==================== drive_monitor
==> drive_monitor/class_map.png <==
Scale bar: 20 um.
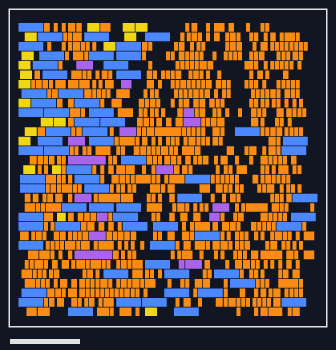
==> drive_monitor/clock_wires.png <==
Scale bar: 20 um.
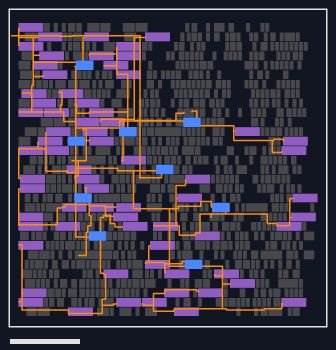
==> drive_monitor/gates.png <==
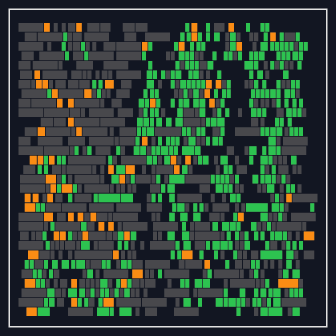
### src/rtl/drive_pkg.sv
// Shared definitions for the motor-drive observer: motion codes, speed FSM
// states and the H-bridge direction decoder.
package drive_pkg;

   localparam logic [2:0] MOT_STOP    = 3'd0;
   localparam logic [2:0] MOT_FWD     = 3'd1;
   localparam logic [2:0] MOT_REV     = 3'd2;
   localparam logic [2:0] MOT_SPIN_R  = 3'd3;
   localparam logic [2:0] MOT_SPIN_L  = 3'd4;
   localparam logic [2:0] MOT_ILLEGAL = 3'd7;

   localparam logic [3:0] SPEED_MAX   = 4'd10;

   typedef enum logic [1:0] {
      ST_IDLE = 2'b00,
      ST_HIGH = 2'b01,
      ST_LOW  = 2'b10
   } speed_state_e;

   // Pin order is {IN1, IN2, IN3, IN4}.
   function automatic logic [2:0] decode_motion(input logic [3:0] pins);
      logic [2:0] code;
      case (pins)
         4'b0000: code = MOT_STOP;
         4'b1010: code = MOT_FWD;
         4'b0101: code = MOT_REV;
         4'b0110: code = MOT_SPIN_R;
         4'b1001: code = MOT_SPIN_L;
         default: code = MOT_ILLEGAL;
      endcase
      return code;
   endfunction

endpackage

### src/rtl/pin_sync.sv
// Two-flop synchronizer for asynchronous pin inputs. Deliberately unreset so a
// reset never fabricates an edge on a pin that is already high.
module pin_sync #(
   parameter int WIDTH = 1
) (
   input  logic             clk,
   input  logic [WIDTH-1:0] d,
   output logic [WIDTH-1:0] q
);

   logic [WIDTH-1:0] meta_r;
   logic [WIDTH-1:0] sync_r;

   // Metastability filter: two back-to-back capture stages.
   always_ff @(posedge clk) begin
      meta_r <= d;
      sync_r <= meta_r;
   end

   assign q = sync_r;

endmodule

### src/rtl/drive_monitor.sv
// Passive observer of the motor-driver pins: debounced motion code from the
// H-bridge lines and the 0-10 speed level recovered from the enable PWM.
module drive_monitor
   import drive_pkg::*;
#(
   parameter int PERIOD  = 100000,
   parameter int TOL     = 16,
   parameter int TIMEOUT = 200002,
   parameter int STABLE  = 4
) (
   input  logic       clk,
   input  logic       rst,
   input  logic       pwm_in,
   input  logic       IN1,
   input  logic       IN2,
   input  logic       IN3,
   input  logic       IN4,
   output logic [2:0] motion,
   output logic       motion_chg,
   output logic [3:0] speed,
   output logic       speed_vld,
   output logic       period_err,
   output logic       pwm_stuck
);

   localparam int STEP = PERIOD / 10;
   localparam int PW   = $clog2(TIMEOUT + 1);
   localparam int SW   = (STEP > 1) ? $clog2(STEP) : 1;
   localparam int CW   = $clog2(STABLE + 1);

   localparam logic [PW-1:0] PER_MAX   = PW'(TIMEOUT);
   localparam logic [PW-1:0] PER_NOM   = PW'(PERIOD + 1);
   localparam logic [PW-1:0] PER_TOL   = PW'(TOL);
   localparam logic [SW-1:0] STEP_LAST = SW'(STEP - 1);
   localparam logic [CW-1:0] STAB_MAX  = CW'(STABLE);

   logic [4:0]    sync_s;
   logic          pwm_sync_s;
   logic [2:0]    code_s;
   logic          pwm_lvl_r;
   logic          rise_r;
   logic          fall_r;

   logic [2:0]    cand_r;
   logic [CW-1:0] stab_cnt_r;
   logic [CW-1:0] stab_next_s;

   speed_state_e  state_r;
   speed_state_e  state_next_s;
   logic [PW-1:0] per_cnt_r;
   logic [PW-1:0] per_inc_s;
   logic [PW-1:0] per_next_s;
   logic [PW-1:0] per_dev_s;
   logic [SW-1:0] step_cnt_r;
   logic [SW-1:0] step_base_s;
   logic [SW-1:0] step_next_s;
   logic [3:0]    decile_r;
   logic [3:0]    dec_base_s;
   logic [3:0]    dec_next_s;
   logic [3:0]    speed_next_s;
   logic          vld_next_s;
   logic          err_next_s;
   logic          stuck_next_s;

   pin_sync #(.WIDTH(5)) u_pin_sync (
      .clk (clk),
      .d   ({pwm_in, IN1, IN2, IN3, IN4}),
      .q   (sync_s)
   );

   assign pwm_sync_s = sync_s[4];
   assign code_s     = decode_motion(sync_s[3:0]);

   // Edge register; the level is delayed alongside so counting sees the same timing as the edges.
   always_ff @(posedge clk) begin
      pwm_lvl_r <= pwm_sync_s;
      rise_r    <= pwm_sync_s & ~pwm_lvl_r;
      fall_r    <= ~pwm_sync_s & pwm_lvl_r;
   end

   // Stability count of the current candidate, restarting on any change and saturating at STABLE.
   always_comb begin
      stab_next_s = stab_cnt_r;
      if (code_s != cand_r) begin
         stab_next_s = CW'(1'b1);
      end else if (stab_cnt_r < STAB_MAX) begin
         stab_next_s = stab_cnt_r + CW'(1'b1);
      end else begin
         stab_next_s = stab_cnt_r;
      end
   end

   // Motion acceptance register.
   always_ff @(posedge clk) begin
      if (rst) begin
         cand_r     <= MOT_STOP;
         stab_cnt_r <= {CW{1'b0}};
         motion     <= MOT_STOP;
         motion_chg <= 1'b0;
      end else begin
         cand_r     <= code_s;
         stab_cnt_r <= stab_next_s;
         if ((stab_next_s == STAB_MAX) && (code_s != motion)) begin
            motion     <= code_s;
            motion_chg <= 1'b1;
         end else begin
            motion_chg <= 1'b0;
         end
      end
   end

   // Speed FSM next state; per_inc_s is the period length including the current cycle.
   always_comb begin
      state_next_s = state_r;
      per_inc_s    = (per_cnt_r < PER_MAX) ? per_cnt_r + PW'(1'b1) : per_cnt_r;
      per_next_s   = per_inc_s;
      per_dev_s    = (per_inc_s > PER_NOM) ? per_inc_s - PER_NOM : PER_NOM - per_inc_s;
      step_base_s  = step_cnt_r;
      dec_base_s   = decile_r;
      speed_next_s = speed;
      vld_next_s   = 1'b0;
      err_next_s   = period_err;
      stuck_next_s = pwm_stuck;
      if (rise_r) begin
         state_next_s = ST_HIGH;
         per_next_s   = {PW{1'b0}};
         step_base_s  = {SW{1'b0}};
         dec_base_s   = 4'd0;
         stuck_next_s = 1'b0;
         if (state_r == ST_LOW) begin
            speed_next_s = decile_r;
            vld_next_s   = 1'b1;
            err_next_s   = (per_dev_s > PER_TOL);
         end else begin
            speed_next_s = speed;
         end
      end else if (per_inc_s == PER_MAX) begin
         state_next_s = ST_IDLE;
         per_next_s   = {PW{1'b0}};
         speed_next_s = pwm_lvl_r ? SPEED_MAX : 4'd0;
         vld_next_s   = 1'b1;
         stuck_next_s = 1'b1;
         err_next_s   = 1'b0;
      end else begin
         case (state_r)
            ST_HIGH: state_next_s = fall_r ? ST_LOW : ST_HIGH;
            ST_LOW:  state_next_s = ST_LOW;
            ST_IDLE: state_next_s = ST_IDLE;
            default: state_next_s = ST_IDLE;
         endcase
      end
      // The detecting cycle itself is the first high clock of the new period.
      if ((state_next_s == ST_HIGH) && pwm_lvl_r) begin
         if (step_base_s == STEP_LAST) begin
            step_next_s = {SW{1'b0}};
            dec_next_s  = (dec_base_s < SPEED_MAX) ? dec_base_s + 4'd1 : SPEED_MAX;
         end else begin
            step_next_s = step_base_s + SW'(1'b1);
            dec_next_s  = dec_base_s;
         end
      end else begin
         step_next_s = step_base_s;
         dec_next_s  = dec_base_s;
      end
   end

   // Speed FSM state, counters and published outputs.
   always_ff @(posedge clk) begin
      if (rst) begin
         state_r    <= ST_IDLE;
         per_cnt_r  <= {PW{1'b0}};
         step_cnt_r <= {SW{1'b0}};
         decile_r   <= 4'd0;
         speed      <= 4'd0;
         speed_vld  <= 1'b0;
         period_err <= 1'b0;
         pwm_stuck  <= 1'b0;
      end else begin
         state_r    <= state_next_s;
         per_cnt_r  <= per_next_s;
         step_cnt_r <= step_next_s;
         decile_r   <= dec_next_s;
         speed      <= speed_next_s;
         speed_vld  <= vld_next_s;
         period_err <= err_next_s;
         pwm_stuck  <= stuck_next_s;
      end
   end

endmodule

### config.mk
export PLATFORM = sky130hd
export DESIGN_NAME = drive_monitor
export DESIGN_NICKNAME = d
export VERILOG_FILES = /design/src/rtl/drive_pkg.sv /design/src/rtl/pin_sync.sv /design/src/rtl/drive_monitor.sv
export SDC_FILE = /design/constraint.sdc
export NUM_CORES = 1
export LEC_CHECK = 0
export ABC_AREA = 1
export CORE_MARGIN = 2
export CORE_UTILIZATION = 65
export CTS_CLUSTER_DIAMETER = 100
export DETAILED_ROUTE_END_ITERATION = 8
export PLACE_DENSITY = 0.84
export SETUP_SLACK_MARGIN = 0.02
export SYNTH_ARGS = -nofsm -noshare
export SYNTH_HDL_FRONTEND = slang
export SYNTH_HIERARCHICAL = 1
export SYNTH_SLANG_ARGS = --single-unit
### constraint.sdc
create_clock -name clk -period 5.3 [get_ports clk]
set_input_delay 1.06 -clock clk [delete_from_list [all_inputs] [get_ports clk]]
set_output_delay 1.06 -clock clk [all_outputs]
set_load 0.02 [all_outputs]
==> out/metrics.csv <==
metric,value,unit
outcome,completed,
CTS root buffer,clkbuf_8,
IO Pins,18,
"flops & latches, synth",68,
highest metal used,met4,
tool warning count,28,
Clock-cell share,4.22,%
CP Buf/Inv Count,1,
yosys xor share,3.95,%
average cell area after synthesis,6.04,um2
first drt pass iteration count,9,
Ys Warns,6,
global-route met1 utilization,41.6,%
Peak VDD IR,0.195,mV
area fraction in mux cells,0.231,%
non-clk buf share,3.49,%
FF-to-FF Start,per_cnt_r[5],
syn_nets,823,
H-tree depth,3,
reg2reg setup slack,1.64,ns
cell-internal power,824,uW
postcts setup bufs,0,
maxcap violations,0,
placed cell count,910,
Hold Path Depth,0,
HP Class,reg -> reg,
Comb power,102,uW
distinct lib cells,43,
GR Util met2,60.5,%
maximum clock path buffer count,2,
CP dominant cell by count,nand2_1,
Top Family by Delay on Critical Path,simple AND/OR/NAND/NOR gates,
largest net degree at the start of global routing,26,
Hold EP,u_pin_sync/q[3],
vias in the first global route,5168,
Final Power,1.13,mW
drt wl/cell,15.0,um
f_max,273,MHz
ANT cells,0,
RSZ-0062 raised after global routing,false,
CTS tree,yes,
chip area in the Yosys report,4880,um2
About drive_monitor/class_map.png:
remaining logic cells -> orange  # cells 724
remaining buffers and delay cells -> yellow  # cells 19
registers -> blue  # cells 68
clock drivers and dummy loads -> purple  # cells 16
standard-cell rows: 31
Seq/total area: 25.6%
Core Area: 7250 um2
final instance area: 5310 um2
post-layout util: 73.2%

About drive_monitor/clock_wires.png:
clock wires -> orange  # length 958 um
clock-net drivers -> blue  # count 9
flip-flops -> purple  # count 68
routed clock nets = 10
Worst-Skew Late Latency: 0.37 ns
clk pwr: 495 uW
Final Skew: 0.0158 ns
Clk network pwr share: 43.8%

About drive_monitor/gates.png:
aoi and oai cells -> orange  # cells 67, most used a21oi_1
nand cells -> green  # cells 377, most used nand2_1, where all over the die
most numerous logic cell after layout: nand2_1
Layout Cells excl Fill: 926
combinational share of cell area: 57.2%

-- Yosys cell counts, types with 3 or more instances --
cell	number	area, um2
xor2_1	15	131
xnor2_1	7	61.3
nor4_1	5	31.3
nand2_2	12	75.1
nand4_1	30	188
inv_2	9	33.8
nand3_4	3	52.6
a21oi_1	26	130
dfxtp_1	68	1360
inv_1	89	334
nor3_1	8	40.0
nand2_1	258	968
nor2_2	7	43.8
nand3b_1	5	37.5
nand3_2	5	50.1
a31oi_1	3	18.8
o21ai_0	22	110
ha_1	8	100
buf_2	6	30.0
clkbuf_1	5	18.8
nor2_1	121	454
buf_6	4	45.0
a21oi_2	7	61.3
nand3_1	62	310
-- flip-flops by register name, indices dropped and copies added, names as in the netlist --
register / cells
period_err: 1
fall_r: 1
rise_r: 1
speed: 4
motion: 3
pwm_stuck: 1
u_pin_sync/q: 5
u_pin_sync/meta_r: 5
pwm_lvl_r: 1
cand_r: 3
step_cnt_r: 14
stab_cnt_r: 3
motion_chg: 1
decile_r: 4
state_r: 2
speed_vld: 1
per_cnt_r: 18

==================== axi_lite_master
==> axi_lite_master/class_map.png <==
Scale bar: 50 um.
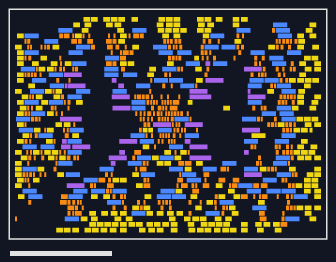
==> axi_lite_master/m2.png <==
Cells faint in the background.
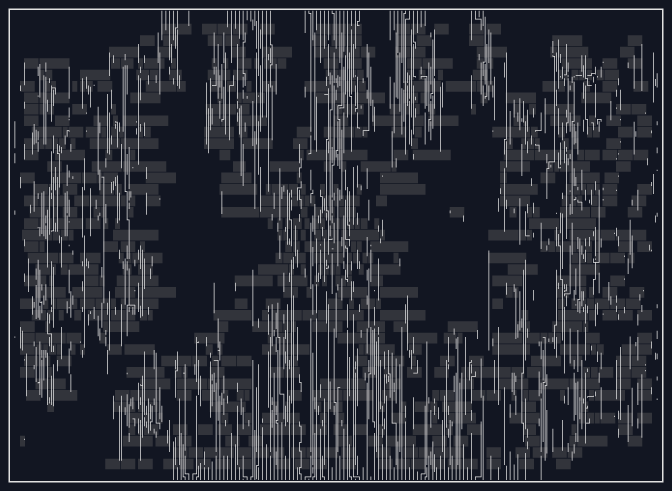
## src/rtl/axi_lite_pkg.sv

```systemverilog
// Shared AXI-Lite definitions: response codes and the bridge FSM encoding.
// Imported by the master (and reusable by the slave bridge).
package axi_lite_pkg;

  localparam logic [1:0] RESP_OKAY   = 2'b00;
  localparam logic [1:0] RESP_EXOKAY = 2'b01;
  localparam logic [1:0] RESP_SLVERR = 2'b10;
  localparam logic [1:0] RESP_DECERR = 2'b11;

  typedef enum logic [2:0] {
    ST_IDLE,
    ST_WR_REQ,
    ST_WR_RESP,
    ST_RD_REQ,
    ST_RD_RESP,
    ST_DONE
  } axi_lite_state_t;

endpackage

```

## src/rtl/axi_lite_master_watchdog.sv

```systemverilog
// Load/clear/expire cycle counter for the AXI-Lite master abort path.
// Only instantiated when AXI_LITE_MASTER_TIMEOUT_EN is defined.
module axi_lite_master_watchdog #(
  parameter int LIMIT = 1024
) (
  input  logic clk,
  input  logic rst_n,
  input  logic load,
  input  logic clear,
  output logic expire
);

  localparam int CW = $clog2(LIMIT + 1);

  logic [CW-1:0] cnt;
  logic          run;

  // The load cycle counts as cycle 0, so the first counted cycle reads 1.
  assign expire = run && (cnt == CW'(LIMIT - 1));

  always_ff @(posedge clk) begin
    if (!rst_n) begin
      cnt <= '0;
      run <= 1'b0;
    end else if (load) begin
      cnt <= CW'(1);
      run <= 1'b1;
    end else if (clear) begin
      cnt <= '0;
      run <= 1'b0;
    end else if (run && !expire) begin
      cnt <= cnt + CW'(1);
    end
  end

endmodule

```

## src/rtl/axi_lite_master.sv

```systemverilog
// Single-outstanding AXI4-Lite master: strobe command in, one response out.
// Optional watchdog abort via `define AXI_LITE_MASTER_TIMEOUT_EN.
module axi_lite_master
  import axi_lite_pkg::*;
#(
  parameter int ADDR_WIDTH     = 32,
  parameter int DATA_WIDTH     = 32,
  parameter int STROBE_WIDTH   = DATA_WIDTH / 8,
  parameter int TIMEOUT_CYCLES = 1024
) (
  input  logic                    i_axi_clk,
  input  logic                    i_axi_rst,
  input  logic                    i_cmd_stb,
  output logic                    o_cmd_rdy,
  input  logic                    i_cmd_wr,
  input  logic [ADDR_WIDTH-1:0]   i_cmd_addr,
  input  logic [DATA_WIDTH-1:0]   i_cmd_data,
  input  logic [STROBE_WIDTH-1:0] i_cmd_strb,
  output logic                    o_rsp_stb,
  output logic [1:0]              o_rsp_resp,
  output logic [DATA_WIDTH-1:0]   o_rsp_data,
  output logic                    o_rsp_timeout,
  output logic                    o_awvalid,
  output logic [ADDR_WIDTH-1:0]   o_awaddr,
  input  logic                    i_awready,
  output logic                    o_wvalid,
  output logic [DATA_WIDTH-1:0]   o_wdata,
  output logic [STROBE_WIDTH-1:0] o_wstrb,
  input  logic                    i_wready,
  input  logic                    i_bvalid,
  output logic                    o_bready,
  input  logic [1:0]              i_bresp,
  output logic                    o_arvalid,
  output logic [ADDR_WIDTH-1:0]   o_araddr,
  input  logic                    i_arready,
  input  logic                    i_rvalid,
  output logic                    o_rready,
  input  logic [1:0]              i_rresp,
  input  logic [DATA_WIDTH-1:0]   i_rdata
);

  if ((DATA_WIDTH != 32 && DATA_WIDTH != 64) || TIMEOUT_CYCLES < 2)
  begin : g_bad_cfg
    $error("axi_lite_master: unsupported DATA_WIDTH or TIMEOUT_CYCLES");
  end

  axi_lite_state_t state_q, state_d;

  logic                    aw_done_q, aw_done_d;
  logic                    w_done_q, w_done_d;
  logic [ADDR_WIDTH-1:0]   addr_q;
  logic [DATA_WIDTH-1:0]   data_q;
  logic [STROBE_WIDTH-1:0] strb_q;

  logic                    accept;
  logic                    cap;
  logic [1:0]              cap_resp;
  logic [DATA_WIDTH-1:0]   cap_data;

  assign accept   = (state_q == ST_IDLE) && i_cmd_stb;
  assign o_awaddr = addr_q;
  assign o_araddr = addr_q;
  assign o_wdata  = data_q;
  assign o_wstrb  = strb_q;

`ifdef AXI_LITE_MASTER_TIMEOUT_EN
  logic expire;
  logic cap_to;
  logic busy;

  assign busy = (state_q == ST_WR_REQ) || (state_q == ST_WR_RESP) ||
                (state_q == ST_RD_REQ) || (state_q == ST_RD_RESP);

  axi_lite_master_watchdog #(
    .LIMIT (TIMEOUT_CYCLES)
  ) u_wdog (
    .clk    (i_axi_clk),
    .rst_n  (i_axi_rst),
    .load   (accept),
    .clear  (state_d == ST_DONE),
    .expire (expire)
  );
`endif

  always_comb begin
    state_d   = state_q;
    aw_done_d = aw_done_q;
    w_done_d  = w_done_q;
    cap       = 1'b0;
    cap_resp  = RESP_OKAY;
    cap_data  = '0;
`ifdef AXI_LITE_MASTER_TIMEOUT_EN
    cap_to    = 1'b0;
`endif
    unique case (state_q)
      ST_IDLE: begin
        if (i_cmd_stb) begin
          state_d   = i_cmd_wr ? ST_WR_REQ : ST_RD_REQ;
          aw_done_d = 1'b0;
          w_done_d  = 1'b0;
        end
      end
      ST_WR_REQ: begin
        aw_done_d = aw_done_q | (o_awvalid & i_awready);
        w_done_d  = w_done_q | (o_wvalid & i_wready);
        if (aw_done_d && w_done_d) state_d = ST_WR_RESP;
      end
      ST_WR_RESP: begin
        if (o_bready && i_bvalid) begin
          state_d  = ST_DONE;
          cap      = 1'b1;
          cap_resp = i_bresp;
        end
      end
      ST_RD_REQ: begin
        if (o_arvalid && i_arready) state_d = ST_RD_RESP;
      end
      ST_RD_RESP: begin
        if (o_rready && i_rvalid) begin
          state_d  = ST_DONE;
          cap      = 1'b1;
          cap_resp = i_rresp;
          cap_data = i_rdata;
        end
      end
      ST_DONE: state_d = ST_IDLE;
      default: state_d = ST_IDLE;
    endcase
`ifdef AXI_LITE_MASTER_TIMEOUT_EN
    // A genuine completion in the expiry cycle still wins over the abort.
    if (expire && busy && state_d != ST_DONE) begin
      state_d  = ST_DONE;
      cap      = 1'b1;
      cap_resp = RESP_SLVERR;
      cap_data = '0;
      cap_to   = 1'b1;
    end
`endif
  end

  // Outputs are decoded from the next state so every AXI signal is a flop.
  always_ff @(posedge i_axi_clk) begin
    if (!i_axi_rst) begin
      state_q    <= ST_IDLE;
      aw_done_q  <= 1'b0;
      w_done_q   <= 1'b0;
      addr_q     <= '0;
      data_q     <= '0;
      strb_q     <= '0;
      o_cmd_rdy  <= 1'b1;
      o_awvalid  <= 1'b0;
      o_wvalid   <= 1'b0;
      o_bready   <= 1'b0;
      o_arvalid  <= 1'b0;
      o_rready   <= 1'b0;
      o_rsp_stb  <= 1'b0;
      o_rsp_resp <= RESP_OKAY;
      o_rsp_data <= '0;
    end else begin
      state_q   <= state_d;
      aw_done_q <= aw_done_d;
      w_done_q  <= w_done_d;
      o_cmd_rdy <= (state_d == ST_IDLE);
      o_awvalid <= (state_d == ST_WR_REQ) && !aw_done_d;
      o_wvalid  <= (state_d == ST_WR_REQ) && !w_done_d;
      o_bready  <= (state_d == ST_WR_RESP);
      o_arvalid <= (state_d == ST_RD_REQ);
      o_rready  <= (state_d == ST_RD_RESP);
      o_rsp_stb <= (state_d == ST_DONE);
      if (accept) begin
        addr_q <= i_cmd_addr;
        data_q <= i_cmd_data;
        strb_q <= i_cmd_strb;
      end
      if (cap) begin
        o_rsp_resp <= cap_resp;
        o_rsp_data <= cap_data;
      end
    end
  end

`ifdef AXI_LITE_MASTER_TIMEOUT_EN
  always_ff @(posedge i_axi_clk) begin
    if (!i_axi_rst) begin
      o_rsp_timeout <= 1'b0;
    end else if (cap) begin
      o_rsp_timeout <= cap_to;
    end
  end
`else
  assign o_rsp_timeout = 1'b0;
`endif

endmodule

```

## config.mk

```make
export PLATFORM = sky130hd
export DESIGN_NAME = axi_lite_master
export DESIGN_NICKNAME = d
export VERILOG_FILES = /design/src/rtl/axi_lite_pkg.sv /design/src/rtl/axi_lite_master_watchdog.sv /design/src/rtl/axi_lite_master.sv
export SDC_FILE = /design/constraint.sdc
export NUM_CORES = 1
export LEC_CHECK = 0
export ABC_AREA = 1
export CAP_MARGIN = 5
export CORE_AREA = 2 2 153 110
export DETAILED_ROUTE_END_ITERATION = 10
export DIE_AREA = 0 0 155 112
export GPL_ROUTABILITY_DRIVEN = 0
export PLACE_DENSITY_LB_ADDON = 0.15
export SLEW_MARGIN = 0
export SYNTH_ARGS = -nofsm -noshare
export SYNTH_HDL_FRONTEND = slang
export SYNTH_HIERARCHICAL = 1
export SYNTH_SLANG_ARGS = --single-unit
```

## constraint.sdc

```tcl
create_clock -name i_axi_clk -period 3 [get_ports i_axi_clk]
set_input_delay 0.6 -clock i_axi_clk [delete_from_list [all_inputs] [get_ports i_axi_clk]]
set_output_delay 0.6 -clock i_axi_clk [all_outputs]
set_load 0.02 [all_outputs]
```

==> out/metrics.csv <==
metric,value,unit
P_seq,1.72,mW
Peak VDD IR,0.427,mV
final hold viol count,0,
CP endpoint kind,output port,
maxcap violations,0,
clk sink count,114,
outcome,completed,
wl on met1,5980,um
cell-internal power,3.49,mW
highest metal used,met4,
cell count after synthesis,573,
chip width,155,um
most numerous logic cells after layout,"clkdlybuf4s50_1 (252), nand2_1 (155), dfxtp_1 (114)",
Critical Path AT,1.40,ns
Post-synth area hogs,"dfxtp_1 (49%), nand2_1 (12%), a21oi_1 (9.0%)",
Antenna Nets Post-Route,0,
syn_nets,686,
crit path cell chain,clkdlybuf4s50_1,
met3 Track Usage GR,5.99,%
area fraction in compound gates,13.0,%
fin crit period,2.00,ns
combinational power share,23.6,%
About axi_lite_master/class_map.png:
remaining buffers and delay cells -> yellow  # cells 258
remaining logic cells -> orange  # cells 387
registers -> blue  # cells 114
clock drivers and dummy loads -> purple  # cells 31
standard-cell rows: 39
post-layout util: 47.7%
Seq/total area: 30.0%
final instance area: 7610 um2
Core Area: 16000 um2

About axi_lite_master/m2.png:
share of all routed wire = 47%
wire length on this layer = 6680 um
number of vias in the routed layout: 4469
final WL: 14200 um
GR Util met2: 26.3%

## cell type report
| class | instances | share of cell area [%] |
|---|---|---|
| clock buffer | 19 | 5.82 |
| clock inverter | 12 | 2.09 |
| inverter | 18 | 0.937 |
| multi-input combinational | 369 | 23.9 |
| sequential | 114 | 30.0 |
| tap | 205 | 3.37 |
| timing repair buffer | 258 | 33.9 |
## cell usage after synthesis (all sizes together)
| master | count |
|---|---|
| a21oi | 101 |
| nor2 | 20 |
| a31oi | 2 |
| o21ai | 5 |
| inv | 18 |
| conb | 1 |
| clkbuf | 11 |
| dfxtp | 114 |
| nand2 | 165 |
| buf | 61 |
| nand3 | 75 |
## registers in the layout, indices dropped and copies added, names as in the netlist, 2 cells and up
signal / count
o_rsp_data: 32
o_araddr: 32
state_q: 3
o_rsp_resp: 2
o_wstrb: 4
o_wdata: 32
## how the worst min path moves through the flow
stage	to	slack, ns	depth (start not counted)
after floorplan	o_rsp_data[10]	0.54	2
after global placement	o_rsp_data[1]	0.45	2
after detailed placement	o_rsp_data[19]	0.45	2
after CTS	o_rsp_data[30]	0.47	2
after global routing	o_rsp_data[23]	0.48	2
final	o_wstrb[3]	0.46	2

==================== led_pattern_engine_flat
==> led_pattern_engine_flat/clock_wires.png <==
Scale bar: 20 um.
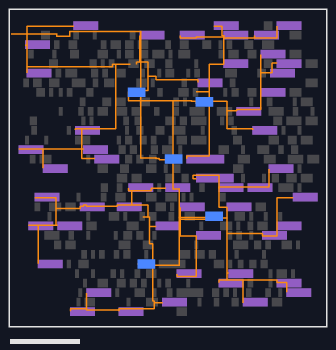
==> led_pattern_engine_flat/class_map.png <==
Scale bar: 20 um.
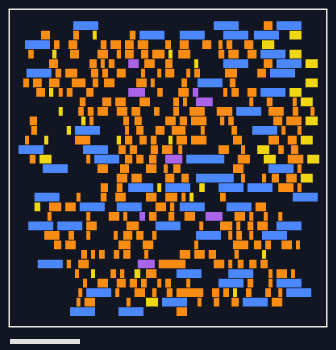
==> led_pattern_engine_flat/placed.png <==
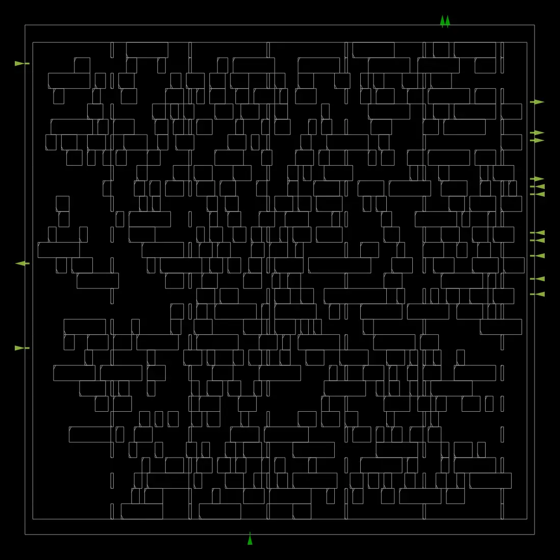
[config.mk]
export PLATFORM = sky130hd
export DESIGN_NAME = led_pattern_engine_flat
export DESIGN_NICKNAME = d
export VERILOG_FILES = /design/src/rtl/led_pattern_engine_pkg.sv /design/src/rtl/led_pattern_engine_if.sv /design/src/rtl/led_pattern_engine_tick_prescaler.sv /design/src/rtl/led_pattern_engine.sv /design/src/flat_wrapper.sv
export SDC_FILE = /design/constraint.sdc
export NUM_CORES = 1
export LEC_CHECK = 0
export CELL_PAD_IN_SITES_DETAIL_PLACEMENT = 1
export CELL_PAD_IN_SITES_GLOBAL_PLACEMENT = 2
export CORE_MARGIN = 1
export CORE_UTILIZATION = 36
export CTS_CLUSTER_DIAMETER = 60
export DETAILED_ROUTE_END_ITERATION = 12
export GPL_TIMING_DRIVEN = 0
export PLACE_DENSITY_LB_ADDON = 0.25
export RECOVER_POWER = 50
export SYNTH_ARGS = -nofsm -noshare
export SYNTH_HDL_FRONTEND = slang
export SYNTH_SLANG_ARGS = --single-unit
[constraint.sdc]
create_clock -name CLOCK_27 -period 2.68 [get_ports CLOCK_27]
set_input_delay 0.536 -clock CLOCK_27 [delete_from_list [all_inputs] [get_ports CLOCK_27]]
set_output_delay 0.536 -clock CLOCK_27 [all_outputs]
set_load 0.01 [all_outputs]
[src/rtl/led_pattern_engine_pkg.sv]
// Shared types for the LED pattern engine: pattern mode codes and scan direction.
package led_pkg;

    typedef enum logic [1:0] {
        MODE_BIN   = 2'b00,
        MODE_SCAN  = 2'b01,
        MODE_BLINK = 2'b10,
        MODE_GRAY  = 2'b11
    } led_mode_t;

    typedef enum logic {
        DIR_UP   = 1'b0,
        DIR_DOWN = 1'b1
    } scan_dir_t;

endpackage

[src/rtl/led_pattern_engine_if.sv]
// Control/status bundle between a controller and the LED pattern engine.
interface led_pattern_engine_if
    import led_pkg::*;
#(
    parameter int NUM_LEDS = 6,
    parameter int PWM_BITS = 4
);
    led_mode_t             mode;
    logic                  pause;
    logic                  step_req;
    logic [PWM_BITS-1:0]   brightness;
    logic                  step_tick;
    logic [NUM_LEDS-1:0]   LED;

    modport master (
        output mode, pause, step_req, brightness,
        input  step_tick, LED
    );

    modport slave (
        input  mode, pause, step_req, brightness,
        output step_tick, LED
    );
endinterface

[src/rtl/led_pattern_engine_tick_prescaler.sv]
// Clock-enable generator: one-cycle tick every CLK_HZ/STEP_HZ clocks, freezable and clearable.
module tick_prescaler #(
    parameter int CLK_HZ  = 27_000_000,
    parameter int STEP_HZ = 4
) (
    input  logic CLOCK_27,
    input  logic RST,
    input  logic clr,
    input  logic hold,
    output logic tick
);
    localparam int DIV   = CLK_HZ / STEP_HZ;
    localparam int CNT_W = $clog2(DIV);

    logic [CNT_W-1:0] cnt_q;

    // Tick is asserted for the whole terminal count, so a held prescaler keeps it high.
    assign tick = (cnt_q == CNT_W'(DIV - 1));

    always_ff @(posedge CLOCK_27) begin
        if (RST || clr) begin
            cnt_q <= '0;
        end else if (!hold) begin
            cnt_q <= tick ? '0 : cnt_q + 1'b1;
        end
    end
endmodule

[src/rtl/led_pattern_engine.sv]
// Status/heartbeat LED driver: four step patterns, global PWM dimming, pause and single-step.
module led_pattern_engine
    import led_pkg::*;
#(
    parameter int CLK_HZ   = 27_000_000,
    parameter int STEP_HZ  = 4,
    parameter int NUM_LEDS = 6,
    parameter int PWM_BITS = 4
) (
    input  logic CLOCK_27,
    input  logic RST,
    led_pattern_engine_if.slave bus
);
    localparam int POS_W = (NUM_LEDS > 1) ? $clog2(NUM_LEDS) : 1;
    localparam logic [NUM_LEDS-1:0] ALL_ON = {NUM_LEDS{1'b1}};

    led_mode_t             mode_q;
    logic [NUM_LEDS-1:0]   bin_cnt_q, bin_cnt_d;
    logic [NUM_LEDS-1:0]   pattern_q, pattern_d;
    logic [NUM_LEDS-1:0]   led_q;
    logic [POS_W-1:0]      scan_pos_q, scan_pos_d;
    scan_dir_t             scan_dir_q, scan_dir_d;
    logic [PWM_BITS-1:0]   pwm_cnt_q;
    logic                  step_tick_q;
    logic                  tick, mode_chg, adv, pwm_on;

    tick_prescaler #(
        .CLK_HZ  (CLK_HZ),
        .STEP_HZ (STEP_HZ)
    ) u_prescaler (
        .CLOCK_27 (CLOCK_27),
        .RST      (RST),
        .clr      (mode_chg),
        .hold     (bus.pause),
        .tick     (tick)
    );

    assign mode_chg  = (bus.mode != mode_q);
    assign adv       = (tick & ~bus.pause) | (bus.step_req & bus.pause);
    assign pwm_on    = (bus.brightness == {PWM_BITS{1'b1}}) || (pwm_cnt_q < bus.brightness);
    assign bin_cnt_d = bin_cnt_q + NUM_LEDS'(1);

    // Bounce scan: each end position is visited once before turning around.
    generate
        if (NUM_LEDS > 1) begin : g_scan
            always_comb begin
                scan_pos_d = scan_pos_q;
                scan_dir_d = scan_dir_q;
                if (scan_dir_q == DIR_UP) begin
                    if (scan_pos_q == POS_W'(NUM_LEDS - 1)) begin
                        scan_dir_d = DIR_DOWN;
                        scan_pos_d = POS_W'(NUM_LEDS - 2);
                    end else begin
                        scan_pos_d = scan_pos_q + 1'b1;
                    end
                end else begin
                    if (scan_pos_q == '0) begin
                        scan_dir_d = DIR_UP;
                        scan_pos_d = POS_W'(1);
                    end else begin
                        scan_pos_d = scan_pos_q - 1'b1;
                    end
                end
            end
        end else begin : g_scan_single
            assign scan_pos_d = '0;
            assign scan_dir_d = DIR_UP;
        end
    endgenerate

    always_comb begin
        pattern_d = pattern_q;
        case (mode_q)
            MODE_BIN:   pattern_d = bin_cnt_d;
            MODE_GRAY:  pattern_d = bin_cnt_d ^ (bin_cnt_d >> 1);
            MODE_SCAN:  pattern_d = NUM_LEDS'(1) << scan_pos_d;
            MODE_BLINK: pattern_d = (pattern_q == '0) ? ALL_ON : '0;
            default:    pattern_d = pattern_q;
        endcase
    end

    always_ff @(posedge CLOCK_27) begin
        if (RST) begin
            mode_q      <= bus.mode;
            bin_cnt_q   <= '0;
            scan_pos_q  <= '0;
            scan_dir_q  <= DIR_UP;
            pattern_q   <= '0;
            pwm_cnt_q   <= '0;
            step_tick_q <= 1'b0;
            led_q       <= ALL_ON;
        end else begin
            pwm_cnt_q   <= pwm_cnt_q + 1'b1;
            led_q       <= ~(pattern_q & {NUM_LEDS{pwm_on}});
            step_tick_q <= adv & ~mode_chg;
            // A mode switch restarts the new pattern from its first frame and swallows any step.
            if (mode_chg) begin
                mode_q     <= bus.mode;
                bin_cnt_q  <= '0;
                scan_pos_q <= '0;
                scan_dir_q <= DIR_UP;
                pattern_q  <= (bus.mode == MODE_SCAN) ? NUM_LEDS'(1) : '0;
            end else if (adv) begin
                pattern_q <= pattern_d;
                case (mode_q)
                    MODE_BIN, MODE_GRAY: bin_cnt_q <= bin_cnt_d;
                    MODE_SCAN: begin
                        scan_pos_q <= scan_pos_d;
                        scan_dir_q <= scan_dir_d;
                    end
                    default: ;
                endcase
            end
        end
    end

    assign bus.step_tick = step_tick_q;
    assign bus.LED       = led_q;
endmodule

[src/flat_wrapper.sv]
// flat-port wrapper written by rule: the top's interface ports become plain ports
module led_pattern_engine_flat import led_pkg::*;
#(
    parameter int CLK_HZ   = 27_000_000,
    parameter int STEP_HZ  = 4,
    parameter int NUM_LEDS = 6,
    parameter int PWM_BITS = 4
)
  (CLOCK_27, RST, bus_mode, bus_pause, bus_step_req, bus_brightness, bus_step_tick, bus_LED);
  led_pattern_engine_if #(.NUM_LEDS(NUM_LEDS), .PWM_BITS(PWM_BITS)) bus_i ();
  input  logic CLOCK_27;
  input  logic RST;
  input wire logic [$bits(bus_i.mode)-1:0] bus_mode;
  input wire logic [$bits(bus_i.pause)-1:0] bus_pause;
  input wire logic [$bits(bus_i.step_req)-1:0] bus_step_req;
  input wire logic [$bits(bus_i.brightness)-1:0] bus_brightness;
  output wire logic [$bits(bus_i.step_tick)-1:0] bus_step_tick;
  output wire logic [$bits(bus_i.LED)-1:0] bus_LED;
  assign bus_i.mode = bus_mode;
  assign bus_i.pause = bus_pause;
  assign bus_i.step_req = bus_step_req;
  assign bus_i.brightness = bus_brightness;
  assign bus_step_tick = bus_i.step_tick;
  assign bus_LED = bus_i.LED;
  led_pattern_engine #(.CLK_HZ(CLK_HZ), .STEP_HZ(STEP_HZ), .NUM_LEDS(NUM_LEDS), .PWM_BITS(PWM_BITS)) u_core (.CLOCK_27(CLOCK_27), .RST(RST), .bus(bus_i));
endmodule
==> out/metrics.csv <==
metric,value,unit
distinct lib cells,53,
Yosys top cell by area,dfxtp_1,
most numerous logic cell after layout,dfxtp_1,
yosys xor share,10.7,%
CP endpoint kind,register,
most flop-heavy register,u_core.u_prescaler.cnt_q,
Critical Path AT,2.58,ns
cell-internal power,1.03,mW
most frequent cell after synthesis,dfxtp_1,
final instance area,3160,um2
Leakage,1.04,nW
area fraction in mux cells,0.358,%
average cell area after synthesis,8.57,um2
GP Congestion,0.795,
FF-to-FF Start,u_core.u_prescaler.cnt_q[0],
Hold EP,u_core.bus.LED[1],
maxcap violations,0,
yosys cell count,326,
Layout Cells excl Fill,448,
commonest cells in the netlist,"dfxtp_1 (50), nor2_1 (35), xnor2_1 (21)",
Crit path required time,2.89,ns
IO Pins,17,
slew margin rel.,35.9,%
dominant synthesized flop cell,dfxtp_1,
Final #Nets,368,
initial antenna violation count,0,
fa+ha+maj area frac,4.48,%
worst hold path startpoint,u_core.pattern_q[1],
Post-synth EDFFs,2,
reg2reg setup slack,0.31,ns
chip width,90.1,um
Final Power,1.43,mW
outcome,completed,
About led_pattern_engine_flat/clock_wires.png:
flip-flops -> purple  # count 52
clock wires -> orange  # length 792 um
clock-net drivers -> blue  # count 5
flops lie = all over the die
Final Skew: 0.00886 ns
Worst-Skew Late Latency: 0.32 ns
Clk network pwr share: 33.0%
clk pwr: 472 uW

About led_pattern_engine_flat/class_map.png:
remaining logic cells -> orange  # cells 255
registers -> blue  # cells 52
clock drivers and dummy loads -> purple  # cells 8
remaining buffers and delay cells -> yellow  # cells 34
post-layout util: 42.9%
standard-cell rows: 31

About led_pattern_engine_flat/placed.png:
n_taps: 99
Core Area: 7370 um2
flip-flops: 52
Seq/total area: 33.6%

## worst max-delay path, stage by stage, from the launching register on
cell      delay [ns]
dfxtp_1         0.35
ha_1            0.24
nand2_1         0.22
nor4_4          0.10
a32oi_1         0.56
clkbuf_1        0.47
a211oi_1        0.10
a32o_1          0.23
## power by group through the flow
stage	logic (mW)	clock network (mW)	registers, mW
after floorplan	0.0987	0	0.818
after global placement	0.156	0	0.819
after detailed placement	0.158	0	0.820
after CTS	0.159	0.494	0.802
after global routing	0.177	0.528	0.804
final	0.156	0.472	0.802
## kinds of logic (layout without fill, tap and decap cells)
group,Yosys count,in the layout
compound gates,71,71
flops,52,52
simple gates,125,125
buf+inv,33,56
mux,1,1
fa+ha+maj,10,10
xor+xnor,34,34
## timing repair
item / CTS / global route
gates resized: 0 / 1
endpoints found under the hold margin: 0 / 0
setup endpoints to repair: 0 / 11
## worst max path at each step
stage                                         to  cells after the start
detailed placement              u_core.mode_q[1]                      5
CTS                             u_core.mode_q[0]                      5
finish                       u_core.pattern_q[3]                      7
floorplan           u_core.u_prescaler.cnt_q[11]                      6
global placement                u_core.mode_q[0]                      5
global route                 u_core.bin_cnt_q[5]                      7

==================== serial_adder_flat
===== src/rtl/serial_adder_pkg.sv =====
// Shared definitions for the serial adder: state encoding and a constant-width helper.
package serial_adder_pkg;

  localparam logic [1:0] IDLE = 2'd0;
  localparam logic [1:0] RUN  = 2'd1;
  localparam logic [1:0] DONE = 2'd2;

  typedef enum logic [1:0] {
    StIdle = IDLE,
    StRun  = RUN,
    StDone = DONE
  } state_e;

  // Ceiling log2, never below 1 so a single-step counter still has a bit.
  function automatic int unsigned clog2(input int unsigned n);
    int unsigned r;
    r = 0;
    for (int i = 0; i < 32; i++) begin
      if ((32'd1 << i) < n) r = i + 1;
    end
    return (r == 0) ? 1 : r;
  endfunction

endpackage


===== src/rtl/serial_adder_if.sv =====
// Operand/result handshake bundle for serial_adder.
interface serial_adder_if #(
  parameter int unsigned WIDTH = 16
) ();

  logic             in_valid;
  logic             in_ready;
  logic [WIDTH-1:0] a;
  logic [WIDTH-1:0] b;
  logic             cin;
  logic             sub;
  logic             out_valid;
  logic             out_ready;
  logic [WIDTH-1:0] sum;
  logic             cout;
  logic             overflow;
  logic             busy;

  modport master (
    output in_valid, a, b, cin, sub, out_ready,
    input  in_ready, out_valid, sum, cout, overflow, busy
  );

  modport slave (
    input  in_valid, a, b, cin, sub, out_ready,
    output in_ready, out_valid, sum, cout, overflow, busy
  );

endinterface


===== src/rtl/digit_adder.sv =====
// Combinational DIGIT-bit ripple-carry slice built from full-adder cells.
module digit_adder #(
  parameter int unsigned DIGIT = 1
) (
  input  logic [DIGIT-1:0] x,
  input  logic [DIGIT-1:0] y,
  input  logic             ci,
  output logic [DIGIT-1:0] s,
  output logic             co,
  output logic             c_msb_in
);

  logic [DIGIT:0] c;

  always_comb begin
    c    = '0;
    s    = '0;
    c[0] = ci;
    for (int i = 0; i < DIGIT; i++) begin
      s[i]     = x[i] ^ y[i] ^ c[i];
      c[i + 1] = (x[i] & y[i]) | (c[i] & (x[i] ^ y[i]));
    end
  end

  assign co       = c[DIGIT];
  // Carry into the slice's top bit; on the last step this is the carry into the word MSB.
  assign c_msb_in = c[DIGIT-1];

endmodule


===== src/rtl/serial_adder.sv =====
// Multi-cycle add/subtract: DIGIT bits per clock, LSB-first, one registered carry.
module serial_adder
  import serial_adder_pkg::*;
#(
  parameter int unsigned WIDTH = 16,
  parameter int unsigned DIGIT = 1
) (
  input logic            clk,
  input logic            rst_n,
  serial_adder_if.slave  bus
);

  localparam int unsigned STEPS = WIDTH / DIGIT;
  localparam int unsigned CntW  = clog2(STEPS);
  localparam logic [CntW-1:0] LastStep = CntW'(STEPS - 1);

  if (DIGIT == 0 || DIGIT > WIDTH || (WIDTH % DIGIT) != 0) begin : g_bad_digit
    $error("serial_adder: DIGIT must be in 1..WIDTH and divide WIDTH");
  end

  state_e            state_q, state_d;
  logic [CntW-1:0]   cnt_q, cnt_d;
  logic              carry_q, carry_d;
  logic [WIDTH-1:0]  a_q, a_d;
  logic [WIDTH-1:0]  b_q, b_d;
  logic [WIDTH-1:0]  res_q, res_d;
  logic [WIDTH-1:0]  sum_q, sum_d;
  logic              cout_q, cout_d;
  logic              ovf_q, ovf_d;

  logic [DIGIT-1:0]  slice_s;
  logic              slice_co;
  logic              slice_c_msb;
  logic [WIDTH-1:0]  slice_ext;
  logic [WIDTH-1:0]  res_shift;

  digit_adder #(
    .DIGIT(DIGIT)
  ) u_digit (
    .x        (a_q[DIGIT-1:0]),
    .y        (b_q[DIGIT-1:0]),
    .ci       (carry_q),
    .s        (slice_s),
    .co       (slice_co),
    .c_msb_in (slice_c_msb)
  );

  // New digits enter from the MSB side so the word is aligned after STEPS shifts.
  always_comb begin
    slice_ext              = '0;
    slice_ext[DIGIT-1:0]   = slice_s;
    res_shift              = (res_q >> DIGIT) | (slice_ext << (WIDTH - DIGIT));
  end

  always_comb begin
    state_d = state_q;
    cnt_d   = cnt_q;
    carry_d = carry_q;
    a_d     = a_q;
    b_d     = b_q;
    res_d   = res_q;
    sum_d   = sum_q;
    cout_d  = cout_q;
    ovf_d   = ovf_q;

    unique case (state_q)
      StIdle: begin
        if (bus.in_valid) begin
          a_d     = bus.a;
          b_d     = bus.sub ? ~bus.b : bus.b;
          carry_d = bus.sub | bus.cin;
          cnt_d   = '0;
          state_d = StRun;
        end
      end
      StRun: begin
        a_d     = a_q >> DIGIT;
        b_d     = b_q >> DIGIT;
        res_d   = res_shift;
        carry_d = slice_co;
        cnt_d   = cnt_q + 1'b1;
        if (cnt_q == LastStep) begin
          state_d = StDone;
          sum_d   = res_shift;
          cout_d  = slice_co;
          ovf_d   = slice_co ^ slice_c_msb;
        end
      end
      StDone: begin
        if (bus.out_ready) state_d = StIdle;
      end
      default: state_d = StIdle;
    endcase
  end

  always_ff @(posedge clk) begin
    if (!rst_n) begin
      state_q <= StIdle;
      cnt_q   <= '0;
      carry_q <= 1'b0;
      a_q     <= '0;
      b_q     <= '0;
      res_q   <= '0;
      sum_q   <= '0;
      cout_q  <= 1'b0;
      ovf_q   <= 1'b0;
    end else begin
      state_q <= state_d;
      cnt_q   <= cnt_d;
      carry_q <= carry_d;
      a_q     <= a_d;
      b_q     <= b_d;
      res_q   <= res_d;
      sum_q   <= sum_d;
      cout_q  <= cout_d;
      ovf_q   <= ovf_d;
    end
  end

  assign bus.in_ready  = (state_q == StIdle);
  assign bus.out_valid = (state_q == StDone);
  assign bus.busy      = (state_q == StRun);
  assign bus.sum       = sum_q;
  assign bus.cout      = cout_q;
  assign bus.overflow  = ovf_q;

endmodule


===== src/flat_wrapper.sv =====
// flat-port wrapper written by rule: the top's interface ports become plain ports
module serial_adder_flat import serial_adder_pkg::*;
#(
  parameter int unsigned WIDTH = 16,
  parameter int unsigned DIGIT = 1
)
  (clk, rst_n, bus_in_valid, bus_a, bus_b, bus_cin, bus_sub, bus_out_ready, bus_in_ready, bus_out_valid, bus_sum, bus_cout, bus_overflow, bus_busy);
  serial_adder_if #(.WIDTH(WIDTH)) bus_i ();
  input logic clk;
  input logic rst_n;
  input wire logic [$bits(bus_i.in_valid)-1:0] bus_in_valid;
  input wire logic [$bits(bus_i.a)-1:0] bus_a;
  input wire logic [$bits(bus_i.b)-1:0] bus_b;
  input wire logic [$bits(bus_i.cin)-1:0] bus_cin;
  input wire logic [$bits(bus_i.sub)-1:0] bus_sub;
  input wire logic [$bits(bus_i.out_ready)-1:0] bus_out_ready;
  output wire logic [$bits(bus_i.in_ready)-1:0] bus_in_ready;
  output wire logic [$bits(bus_i.out_valid)-1:0] bus_out_valid;
  output wire logic [$bits(bus_i.sum)-1:0] bus_sum;
  output wire logic [$bits(bus_i.cout)-1:0] bus_cout;
  output wire logic [$bits(bus_i.overflow)-1:0] bus_overflow;
  output wire logic [$bits(bus_i.busy)-1:0] bus_busy;
  assign bus_i.in_valid = bus_in_valid;
  assign bus_i.a = bus_a;
  assign bus_i.b = bus_b;
  assign bus_i.cin = bus_cin;
  assign bus_i.sub = bus_sub;
  assign bus_i.out_ready = bus_out_ready;
  assign bus_in_ready = bus_i.in_ready;
  assign bus_out_valid = bus_i.out_valid;
  assign bus_sum = bus_i.sum;
  assign bus_cout = bus_i.cout;
  assign bus_overflow = bus_i.overflow;
  assign bus_busy = bus_i.busy;
  serial_adder #(.WIDTH(WIDTH), .DIGIT(DIGIT)) u_core (.clk(clk), .rst_n(rst_n), .bus(bus_i));
endmodule

===== config.mk =====
export PLATFORM = sky130hd
export DESIGN_NAME = serial_adder_flat
export DESIGN_NICKNAME = d
export VERILOG_FILES = /design/src/rtl/serial_adder_pkg.sv /design/src/rtl/serial_adder_if.sv /design/src/rtl/digit_adder.sv /design/src/rtl/serial_adder.sv /design/src/flat_wrapper.sv
export SDC_FILE = /design/constraint.sdc
export NUM_CORES = 1
export LEC_CHECK = 0
export CAP_MARGIN = 20
export CELL_PAD_IN_SITES_DETAIL_PLACEMENT = 0
export CELL_PAD_IN_SITES_GLOBAL_PLACEMENT = 1
export CORE_ASPECT_RATIO = 1.75
export CORE_MARGIN = 3
export CORE_UTILIZATION = 42
export DETAILED_ROUTE_END_ITERATION = 12
export HOLD_SLACK_MARGIN = 0.02
export PLACE_DENSITY = 0.93
export SLEW_MARGIN = 20
export SYNTH_ARGS = -nofsm -noshare
export SYNTH_HDL_FRONTEND = slang
export SYNTH_SLANG_ARGS = --single-unit

===== constraint.sdc =====
create_clock -name clk -period 3.5 [get_ports clk]
set_input_delay 0.35 -clock clk [delete_from_list [all_inputs] [get_ports clk]]
set_output_delay 0.35 -clock clk [all_outputs]
set_load 0.02 [all_outputs]

==> serial_adder_flat/m2.png <==
Cells faint in the background.
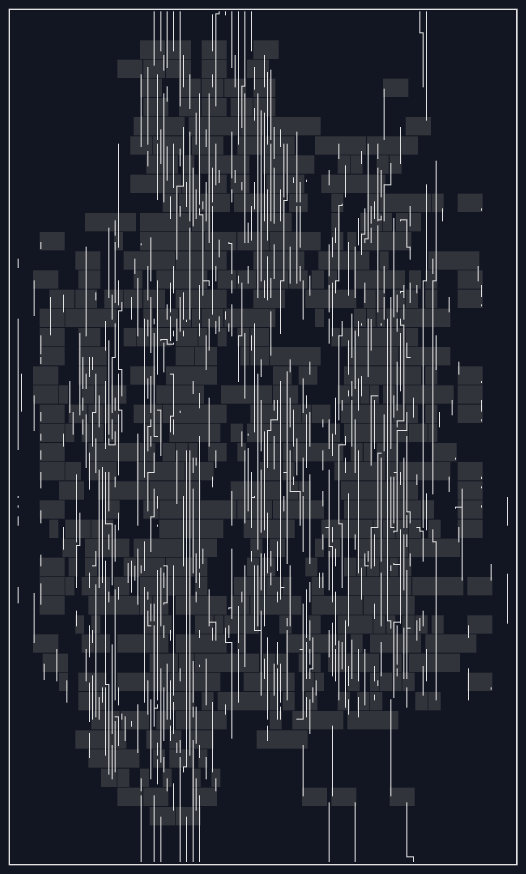
share of all routed wire = 52%
nets with wire on the layer = 370
GR Util met2: 28.1%
number of vias in the routed layout: 2647
final WL: 6690 um

==> serial_adder_flat/placed.png <==
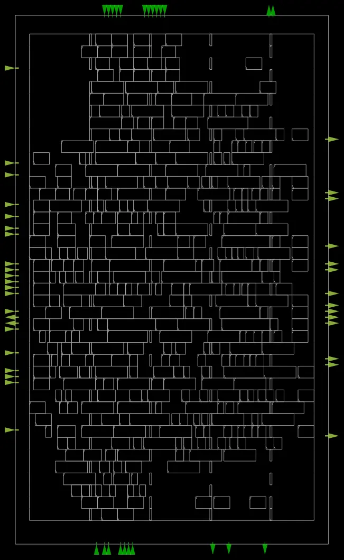
fillers: 689
standard-cell rows: 41
Layout Cells excl Fill: 485
Core Area: 7280 um2

-- routing by layer --
layer  part of all wire [%]  wire length [um]  track usage (%)  vias up
met1                     43              2890             19.7     1243
met5                      0                 0                0        -
met2                     52              3460             28.1       50
li1                       -                 -                -     1346
met3                    3.4               225             2.74        8
met4                    1.7               115             7.06        0
-- path summary, 6_finish.rpt --
kind / from / end / slack, ns
worst max-delay path: u_core.state_q[0] / bus_busy / 1.10
worst max register to register: u_core.state_q[0] / u_core.bus.overflow / 1.52
worst min register to register: u_core.res_q[1] / u_core.res_q[1] / 0.46
worst min-delay path: u_core.res_q[1] / u_core.res_q[1] / 0.46
-- cells in the final DEF (no fill, tap or decap), types with 2 or more instances in the layout --
cell             instances
a211oi_1                 3
a21oi_1                 49
a22oi_1                 14
buf_4                    7
bufinv_16                3
clkbuf_16                9
clkbuf_8                 2
clkdlybuf4s50_1         58
dfxtp_1                 72
nand2_1                 36
nand3_1                 24
nor2_1                  22
nor2b_1                 17
o21ai_0                 19
o221a_1                 15
o221ai_1                 4
o22ai_2                 10
xnor2_1                 14
xor2_1                   3
==> out/metrics.csv <==
metric,value,unit
"Seq share, synth",45.2,%
outcome,completed,
combinational share of cell area,37.7,%
fa+ha+maj area frac,1.02,%
crit path cell chain,buf_4 -> nand2b_4 -> inv_1 -> clkdlybuf4s50_1,
first-pass GRT wire length,11400,um
Hold Path Depth,2,
area fraction in compound gates,27.2,%
Signal buffers,65,
maximum clock path buffer count,2,
Top Family by Delay on Critical Path,buffers and inverters,
drt wl/cell,13.8,um
Synth-to-Final Area Change,28.2,%
hold slack,0.465,ns
Leading cell kind,combinational gates,


==> notes/layouts.md <==
Pictures saved along the way, in no particular order.

Logic cells by family.
shot_01.png
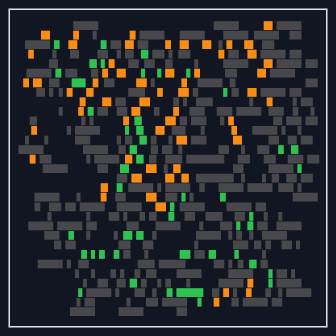
shot_02.png
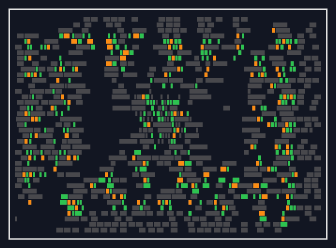
shot_03.png
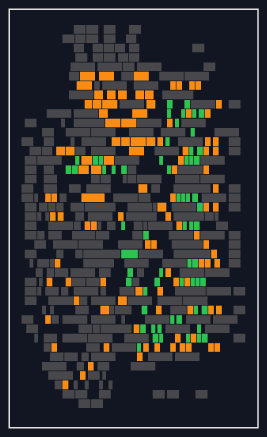
| from | picture |
|---|---|
| axi_lite_master | shot_02.png |
| led_pattern_engine_flat | shot_01.png |
| serial_adder_flat | shot_03.png |

Key to shot_02.png:
nand cells -> green  # cells 240, most used nand2_1, where all over the die
aoi and oai cells -> orange  # cells 108, most used a21oi_1, where all over the die

No activity file was given, so power comes from the tool's default toggle rates.
